=== quad_updown_decoder ===
quad_updown_decoder/ff_map.png
Bar = 20 um.
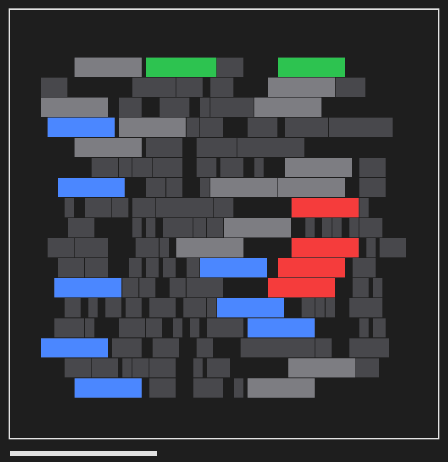
quad_updown_decoder/class_map.png
Bar = 20 um.
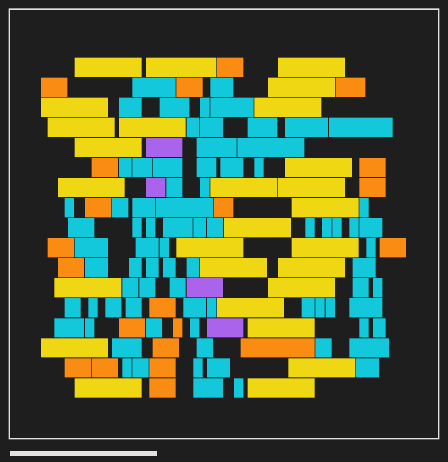
<file path="src/rtl/quad_updown_decoder.sv">
// quad_updown_decoder
//
// Quadrature A/B decoder. The two encoder phases are synchronised into the clk
// domain, glitch-filtered, and Gray-decoded into single-cycle up/down strobes
// for a downstream up/down position counter. Illegal two-bit jumps are flagged
// and counted.
//
// Parameters
//   FILT_LEN  consecutive stable synced cycles needed to accept a new A/B state (1..15)
//   MODE      strobes per Gray cycle: 4 = every edge, 2 = entry to 00/11, 1 = entry to 00
//
// Ports
//   clk       system clock, all state on rising edge
//   reset_n   asynchronous active-low reset
//   enc_a     encoder phase A (asynchronous)
//   enc_b     encoder phase B (asynchronous)
//   en        strobe enable; filter and decoder keep tracking when low
//   clr_err   synchronous clear of err_cnt
//   up        one-cycle count-up strobe
//   down      one-cycle count-down strobe
//   dir       last accepted direction, 1 = up, 0 = down
//   err       one-cycle strobe on an illegal transition
//   err_cnt   saturating count of illegal transitions

module quad_updown_decoder #(
  parameter int unsigned FILT_LEN = 3,
  parameter int unsigned MODE     = 4
) (
  input  logic       clk,
  input  logic       reset_n,
  input  logic       enc_a,
  input  logic       enc_b,
  input  logic       en,
  input  logic       clr_err,
  output logic       up,
  output logic       down,
  output logic       dir,
  output logic       err,
  output logic [7:0] err_cnt
);

  localparam logic [3:0] CntMax = 4'(FILT_LEN - 1);

  // Gray code to linear position: 00->0, 01->1, 11->2, 10->3.
  function automatic logic [1:0] gray2pos(input logic [1:0] ab);
    return {ab[1], ab[1] ^ ab[0]};
  endfunction

  // Synchroniser: nothing but flops ahead of stage 2.
  logic [1:0] sync1_q, sync2_q;

  always_ff @(posedge clk or negedge reset_n) begin
    if (!reset_n) begin
      sync1_q <= 2'b00;
      sync2_q <= 2'b00;
    end else begin
      sync1_q <= {enc_a, enc_b};
      sync2_q <= sync1_q;
    end
  end

  // State
  logic [1:0] vld_q, vld_d;
  logic [1:0] cand_q, cand_d;
  logic [3:0] cnt_q, cnt_d;
  logic [1:0] ab_f_q, ab_f_d;
  logic       primed_q, primed_d;
  logic       up_q, up_d;
  logic       down_q, down_d;
  logic       dir_q, dir_d;
  logic       err_q, err_d;
  logic [7:0] err_cnt_q, err_cnt_d;

  // Decode signals
  logic       stable;
  logic       accept;
  logic       decode;
  logic [1:0] step;
  logic       is_up, is_dn, illegal;
  logic       mode_ok;

  // Filter: count consecutive cycles the synced value equals the candidate.
  // vld_q holds counting off until the synchroniser holds real pin samples,
  // so the reset contents of the sync flops can never prime the filter.
  always_comb begin
    vld_d  = {vld_q[0], 1'b1};
    cand_d = sync2_q;
    stable = (sync2_q == cand_q);
    cnt_d  = cnt_q;
    if (!stable) begin
      cnt_d = 4'd0;
    end else if (vld_q[1] && (cnt_q != CntMax)) begin
      cnt_d = cnt_q + 4'd1;
    end
    // The current stable cycle plus cnt_q earlier ones make FILT_LEN.
    accept = stable && vld_q[1] && (cnt_q == CntMax) &&
             (!primed_q || (cand_q != ab_f_q));
  end

  // Strobe filter by MODE, evaluated on the new (accepted) state.
  always_comb begin
    if (MODE == 32'd1) begin
      mode_ok = (cand_q == 2'b00);
    end else if (MODE == 32'd2) begin
      mode_ok = (cand_q[1] == cand_q[0]);
    end else begin
      mode_ok = 1'b1;
    end
  end

  // Decoder and error counter
  always_comb begin
    step    = gray2pos(cand_q) - gray2pos(ab_f_q);
    is_up   = (step == 2'd1);
    is_dn   = (step == 2'd3);
    illegal = (step == 2'd2);
    // The first accept after reset only establishes the reference state.
    decode  = accept && primed_q;

    ab_f_d   = accept ? cand_q : ab_f_q;
    primed_d = primed_q | accept;

    up_d   = decode && is_up && mode_ok && en;
    down_d = decode && is_dn && mode_ok && en;
    err_d  = decode && illegal;

    dir_d = dir_q;
    if (decode && (is_up || is_dn)) begin
      dir_d = is_up;
    end

    err_cnt_d = err_cnt_q;
    if (clr_err) begin
      err_cnt_d = {7'd0, err_d};
    end else if (err_d && (err_cnt_q != 8'hFF)) begin
      err_cnt_d = err_cnt_q + 8'd1;
    end
  end

  always_ff @(posedge clk or negedge reset_n) begin
    if (!reset_n) begin
      vld_q     <= 2'b00;
      cand_q    <= 2'b00;
      cnt_q     <= 4'd0;
      ab_f_q    <= 2'b00;
      primed_q  <= 1'b0;
      up_q      <= 1'b0;
      down_q    <= 1'b0;
      dir_q     <= 1'b0;
      err_q     <= 1'b0;
      err_cnt_q <= 8'd0;
    end else begin
      vld_q     <= vld_d;
      cand_q    <= cand_d;
      cnt_q     <= cnt_d;
      ab_f_q    <= ab_f_d;
      primed_q  <= primed_d;
      up_q      <= up_d;
      down_q    <= down_d;
      dir_q     <= dir_d;
      err_q     <= err_d;
      err_cnt_q <= err_cnt_d;
    end
  end

  assign up      = up_q;
  assign down    = down_q;
  assign dir     = dir_q;
  assign err     = err_q;
  assign err_cnt = err_cnt_q;

endmodule

</file>
<file path="config.mk">
export PLATFORM = sky130hd
export DESIGN_NAME = quad_updown_decoder
export DESIGN_NICKNAME = d
export VERILOG_FILES = /design/src/rtl/quad_updown_decoder.sv
export SDC_FILE = /design/constraint.sdc
export NUM_CORES = 1
export LEC_CHECK = 0
export CAP_MARGIN = 10
export CORE_MARGIN = 4
export CORE_UTILIZATION = 50
export CTS_BUF_LIST = sky130_fd_sc_hd__clkbuf_8
export DETAILED_ROUTE_END_ITERATION = 12
export GPL_TIMING_DRIVEN = 0
export PLACE_DENSITY = 0.77
export SLEW_MARGIN = 0
export SYNTH_ARGS = -nofsm -noshare
export SYNTH_HDL_FRONTEND = slang
export SYNTH_SLANG_ARGS = --single-unit
</file>
<file path="constraint.sdc">
create_clock -name clk -period 2.5 [get_ports clk]
set_clock_uncertainty 0.2 [all_clocks]
set_input_delay 0.5 -clock clk [delete_from_list [all_inputs] [get_ports clk]]
set_output_delay 0.5 -clock clk [all_outputs]
set_load 0.005 [all_outputs]
</file>
==> flow_metrics.env <==
# yosys + openroad results
export IMPL_status="complete, no violations"
export IMPL_met3_usage=0.0379
export IMPL_post_route_drc_count=0
export IMPL_cts_sinks=27
export IMPL_non_clock_buffer_area_share=0.139
export IMPL_finish_net_count=142
export IMPL_detailedRoute_firstPassIterationCount=4
export IMPL_die_area_sq_um=3380
export IMPL_p_total_uw=826
export IMPL_worst_r2r_endpoint="err_cnt[5]$_DFFE_PN0P_"
export IMPL_ys_top_logic_family="simple AND/OR/NAND/NOR gates"
export IMPL_yosys_stat_cells=108
export IMPL_final_layout_top_logic_cells="dfrtp_1, clkdlybuf4s50_1, nor2_1"
export IMPL_period_needed_ps=2450
export IMPL_tapcell_inserted=28
export IMPL_average_instance_area_after_synthesis_sq_um=11.6
export IMPL_io_pins=18
export IMPL_clockRootBuffer="clkbuf_8"
export IMPL_cts_setup_buffers=0
export IMPL_routed_wirelength_um=2130
About quad_updown_decoder/ff_map.png:
Blue is err_cnt, sequential cells 8. Red is cnt_q, sequential cells 4, where east. Green is cand_q, sequential cells 2.
Flop area: 677 sq um
fraction of area in registers: 0.427
final standard cell utilization of the core: 0.691
power consumed by sequential cells: 464 uW

About quad_updown_decoder/class_map.png:
Purple is clock drivers and dummy loads, cells 4, share of their area 3.1%. Yellow is registers, cells 27, share of their area 44%. Orange is remaining buffers and delay cells, cells 21, share of their area 14%. Cyan is remaining logic cells, cells 79, share of their area 39%.
num rows: 17
Core Area: 2300 sq um
post-route design area: 1590 sq um

cells in the mapped netlist:
cell type,count,share of area
a21oi_1,3,0.012
a31o_2,1,0.0070
and3_1,1,0.0050
buf_6,1,0.0090
clkbuf_1,1,0.0030
conb_1,1,0.0030
dfrtp_1,27,0.54
ha_1,4,0.040
inv_1,2,0.0060
mux2_2,4,0.036
mux2i_1,1,0.0080
nand2_1,6,0.018
nand2_2,1,0.0050
nand2b_1,4,0.020
nand3_1,2,0.0080
nand4_1,4,0.020
nand4b_2,1,0.012
nor2_1,15,0.045
nor2b_1,2,0.010
nor3_1,1,0.0040
nor4_4,1,0.017
o2111ai_1,1,0.0070
o21ai_0,2,0.0080
o21ai_1,2,0.0080
o31ai_1,1,0.0060
o32ai_1,1,0.0070
or2_2,2,0.010
or3_1,1,0.0050
or4_1,2,0.012
or4_4,1,0.0090
xnor2_1,4,0.028
xnor2_2,1,0.013
xor2_1,6,0.042
xor3_2,1,0.020
worst max-delay path, cell delays in order (launching register included):
cell and delay, ps:
dfrtp_1 380, buf_6 130, xnor2_2 120, ha_2 200, xor3_2 260, nand2_4 80, or4_4 520, or4_4 430
o21ai_2 70

=== attempt_judge ===
<file path="src/rtl/attempt_judge.sv">
// Pin-guessing responder: judges stage-A then stage-B attempts against the armed pins,
// counts strikes and declares win or loss (strike-out or cronometer timeout).
module attempt_judge #(
   parameter int unsigned A_WIDTH     = 4,
   parameter int unsigned B_WIDTH     = 3,
   parameter int unsigned MAX_STRIKES = 3
) (
   input  logic               Clk,
   input  logic               Reset,
   input  logic               Done_Register,
   input  logic [A_WIDTH-1:0] A_Pin,
   input  logic [B_WIDTH-1:0] B_Pin,
   input  logic [A_WIDTH-1:0] Attempt_A,
   input  logic               Attempt_A_Valid,
   input  logic [B_WIDTH-1:0] Attempt_B,
   input  logic               Attempt_B_Valid,
   input  logic               Time_Over,
   output logic               Start_B,
   output logic [1:0]         Attempt_State,
   output logic               Result_Valid,
   output logic               Penalty,
   output logic [2:0]         Strikes,
   output logic               Game_Won,
   output logic               Game_Lost
);

   localparam logic [1:0] VerdictNone = 2'b00;
   localparam logic [1:0] VerdictLow  = 2'b01;
   localparam logic [1:0] VerdictHigh = 2'b10;
   localparam logic [1:0] VerdictHit  = 2'b11;
   localparam logic [2:0] StrikeLimit = 3'(MAX_STRIKES);

   typedef enum logic [2:0] {
      StIdle,
      StStageA,
      StStageB,
      StWon,
      StLost
   } state_e;

   state_e     state;
   logic       in_stage_b;
   logic       stage_valid;
   logic [1:0] verdict_a;
   logic [1:0] verdict_b;
   logic [1:0] verdict;
   logic [2:0] strikes_inc;
   logic       strike_out;

   always_comb begin
      verdict_a = VerdictHit;
      if (Attempt_A < A_Pin) begin
         verdict_a = VerdictLow;
      end else if (Attempt_A > A_Pin) begin
         verdict_a = VerdictHigh;
      end

      verdict_b = VerdictHit;
      if (Attempt_B < B_Pin) begin
         verdict_b = VerdictLow;
      end else if (Attempt_B > B_Pin) begin
         verdict_b = VerdictHigh;
      end

      // Only the strobe belonging to the current stage is ever honoured.
      in_stage_b  = (state == StStageB);
      stage_valid = in_stage_b ? Attempt_B_Valid : Attempt_A_Valid;
      verdict     = in_stage_b ? verdict_b : verdict_a;

      strikes_inc = (Strikes >= StrikeLimit) ? StrikeLimit : Strikes + 3'd1;
      strike_out  = (strikes_inc >= StrikeLimit);
   end

   always_ff @(posedge Clk or posedge Reset) begin
      if (Reset) begin
         state         <= StIdle;
         Start_B       <= 1'b0;
         Attempt_State <= VerdictNone;
         Result_Valid  <= 1'b0;
         Penalty       <= 1'b0;
         Strikes       <= 3'd0;
         Game_Won      <= 1'b0;
         Game_Lost     <= 1'b0;
      end else begin
         Result_Valid <= 1'b0;
         Penalty      <= 1'b0;

         case (state)
            StIdle: begin
               if (Done_Register) begin
                  state         <= StStageA;
                  Strikes       <= 3'd0;
                  Attempt_State <= VerdictNone;
               end
            end

            StStageA, StStageB: begin
               if (!Done_Register) begin
                  // Silent abort: configuration withdrawn mid-game.
                  state         <= StIdle;
                  Start_B       <= 1'b0;
                  Attempt_State <= VerdictNone;
                  Strikes       <= 3'd0;
               end else if (Time_Over) begin
                  // Timeout beats any attempt arriving in the same cycle.
                  state     <= StLost;
                  Start_B   <= 1'b0;
                  Game_Lost <= 1'b1;
               end else if (stage_valid) begin
                  Attempt_State <= verdict;
                  Result_Valid  <= 1'b1;
                  if (verdict == VerdictHit) begin
                     if (in_stage_b) begin
                        state    <= StWon;
                        Start_B  <= 1'b0;
                        Game_Won <= 1'b1;
                     end else begin
                        state   <= StStageB;
                        Start_B <= 1'b1;
                     end
                  end else begin
                     Penalty <= 1'b1;
                     Strikes <= strikes_inc;
                     if (strike_out) begin
                        state     <= StLost;
                        Start_B   <= 1'b0;
                        Game_Lost <= 1'b1;
                     end
                  end
               end
            end

            StWon, StLost: begin
               if (!Done_Register) begin
                  state         <= StIdle;
                  Start_B       <= 1'b0;
                  Attempt_State <= VerdictNone;
                  Strikes       <= 3'd0;
                  Game_Won      <= 1'b0;
                  Game_Lost     <= 1'b0;
               end
            end

            default: begin
               state <= StIdle;
            end
         endcase
      end
   end

endmodule

</file>
<file path="config.mk">
export PLATFORM = sky130hd
export DESIGN_NAME = attempt_judge
export DESIGN_NICKNAME = d
export VERILOG_FILES = /design/src/rtl/attempt_judge.sv
export SDC_FILE = /design/constraint.sdc
export NUM_CORES = 1
export LEC_CHECK = 0
export ABC_AREA = 1
export CAP_MARGIN = 20
export CORE_AREA = 10 10 72 56
export DETAILED_ROUTE_END_ITERATION = 7
export DIE_AREA = 0 0 82 66
export GPL_ROUTABILITY_DRIVEN = 0
export PLACE_DENSITY_LB_ADDON = 0.3
export SLEW_MARGIN = 20
export SYNTH_ARGS = -nofsm -noshare
export SYNTH_HDL_FRONTEND = slang
export SYNTH_SLANG_ARGS = --single-unit
</file>
<file path="constraint.sdc">
create_clock -name Clk -period 2 [get_ports Clk]
set_input_delay 0.4 -clock Clk [delete_from_list [all_inputs] [get_ports Clk]]
set_output_delay 0.4 -clock Clk [all_outputs]
set_load 0.005 [all_outputs]
</file>
attempt_judge/gates.png
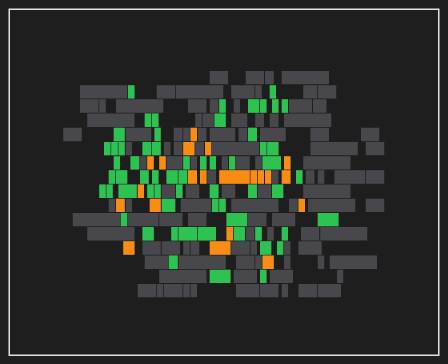
Green is nand cells, cells 61. Orange is nor cells, cells 21, where center.
logic gate fraction of the total cell area: 0.466
count of placed standard cells in the final layout, fillers left out: 226

==> flow_metrics.env <==
# yosys + openroad results
export IMPL_edf_count=0
export IMPL_timing_hold_violations_final=0
export IMPL_pwr_density_cell_nw_per_um2=966
export IMPL_period_needed_ps=1930
export IMPL_synthesis_area_sq_um=1030
export IMPL_vdd_drop_max_mv=0.705
export IMPL_r2r_cells=12
export IMPL_largest_net_degree_at_the_start_of_global_routing=14
export IMPL_layout_drive_gt1_share=0.258
export IMPL_number_of_warnings_in_the_stage_logs=26
export IMPL_critical_path_startpoint="A_Pin[2]"
export IMPL_die_width_um=82
export IMPL_clock_transition_at_path_regs_ps=60
export IMPL_average_instance_area_after_synthesis_sq_um=6.80
export IMPL_dpl_cells=221
export IMPL_topCellsByArea="dfrtp_1, nand2_1, ha_1"
export IMPL_layout_clock_cell_area_share=0.0278
export IMPL_crit_path_end="state[2]$_DFFE_PP0P_"
export IMPL_synth_seq_area_share=0.317
export IMPL_yosys_area_top_type_share=0.317
export IMPL_mean_routed_wirelength_per_cell_um=13.2
export IMPL_seqCellArea_sq_um=325
export IMPL_worst_r2r_endpoint="state[2]$_DFFE_PP0P_"
export IMPL_synthDistinctLibCells=22
export IMPL_status="complete, no violations"
export IMPL_io_pins=30
export IMPL_clkLatencyLatePin_ps=240
export IMPL_layout_filler_cells=244
export IMPL_post_route_drc_count=0
attempt_judge/congestion_map.png
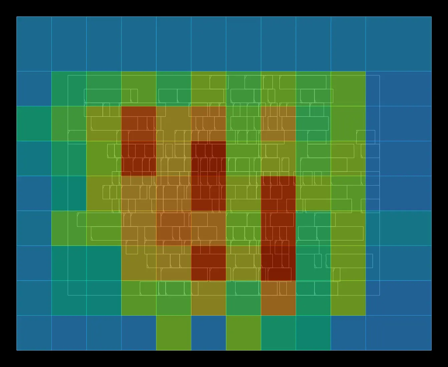
GRT Max-Usage Layer: met2
final standard cell utilization of the core: 0.603
met3 Track Usage GR: 0.0367

[registers in the layout (all words and copies together) (netlist names)]
signal	count
Attempt_State	2
Penalty	1
Game_Lost	1
Strikes	3
Result_Valid	1
state	3
Start_B	1
Game_Won	1
[worst max-delay path: stages]
cell,delay (ps)
clkdlybuf4s50_1,450
inv_1,60
ha_4,220
nand2_4,60
inv_1,50
nand2_2,80
nand2_2,50
nand2_2,90
nand2_4,70
o21bai_1,140
nand2_1,80
nand2_2,110
nand2_2,90
nand2_1,60
nand2_1,50
[metal layers]
layer  vias to the layer above  share of wire  track usage  wire (um)
met1                       509           0.37        0.112       1110
met4                         0          0.015       0.0106         46
met2                        49           0.54        0.183       1600
met3                         6          0.074       0.0367        221
li1                        557              -            -          -
met5                         -              0            0          0
[what timing repair did]
action	4_1_cts	5_1_grt
cloned	0	0
endpoints found under the hold margin	0	0
hold buffers	0	0
resized	8	30
pin swaps	0	17
setup buffers	0	1
endpoints found under the setup margin	8	9
[cell families after synthesis]
logic type	synth area share
flops	0.317
fa+ha+maj	0.110
simple gates	0.369
buf+inv	0.0950
compound gates	0.110
[power breakdown]
group	total (uW)	switching, uW	internal, uW
clock network	234	93.4	141
logic	929	534	395
registers	399	53.2	345


==> gallery <==
Wiring by layer.
Bar = 20 um. Only two layers are drawn.
shot_01.png
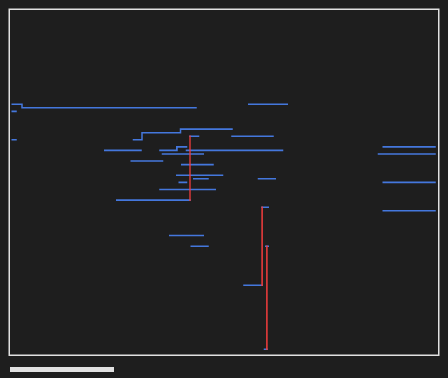
shot_02.png
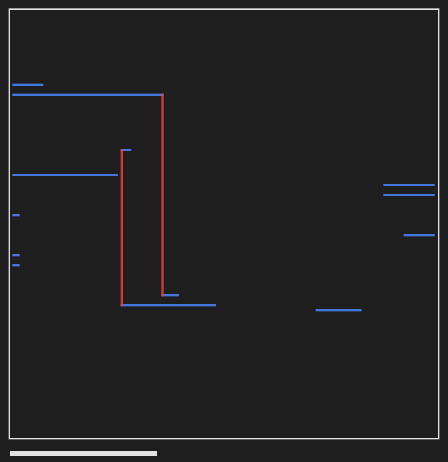
- largest die: shot_01.png
- most wire: shot_01.png
attempt_judge is shot_01.png.
quad_updown_decoder is shot_02.png.

Key to shot_02.png:
Blue is M3, wire length 79.3 um. Red is M4, wire length 48.3 um.

Power figures rest on the tool's default switching activity, not on a simulated workload.
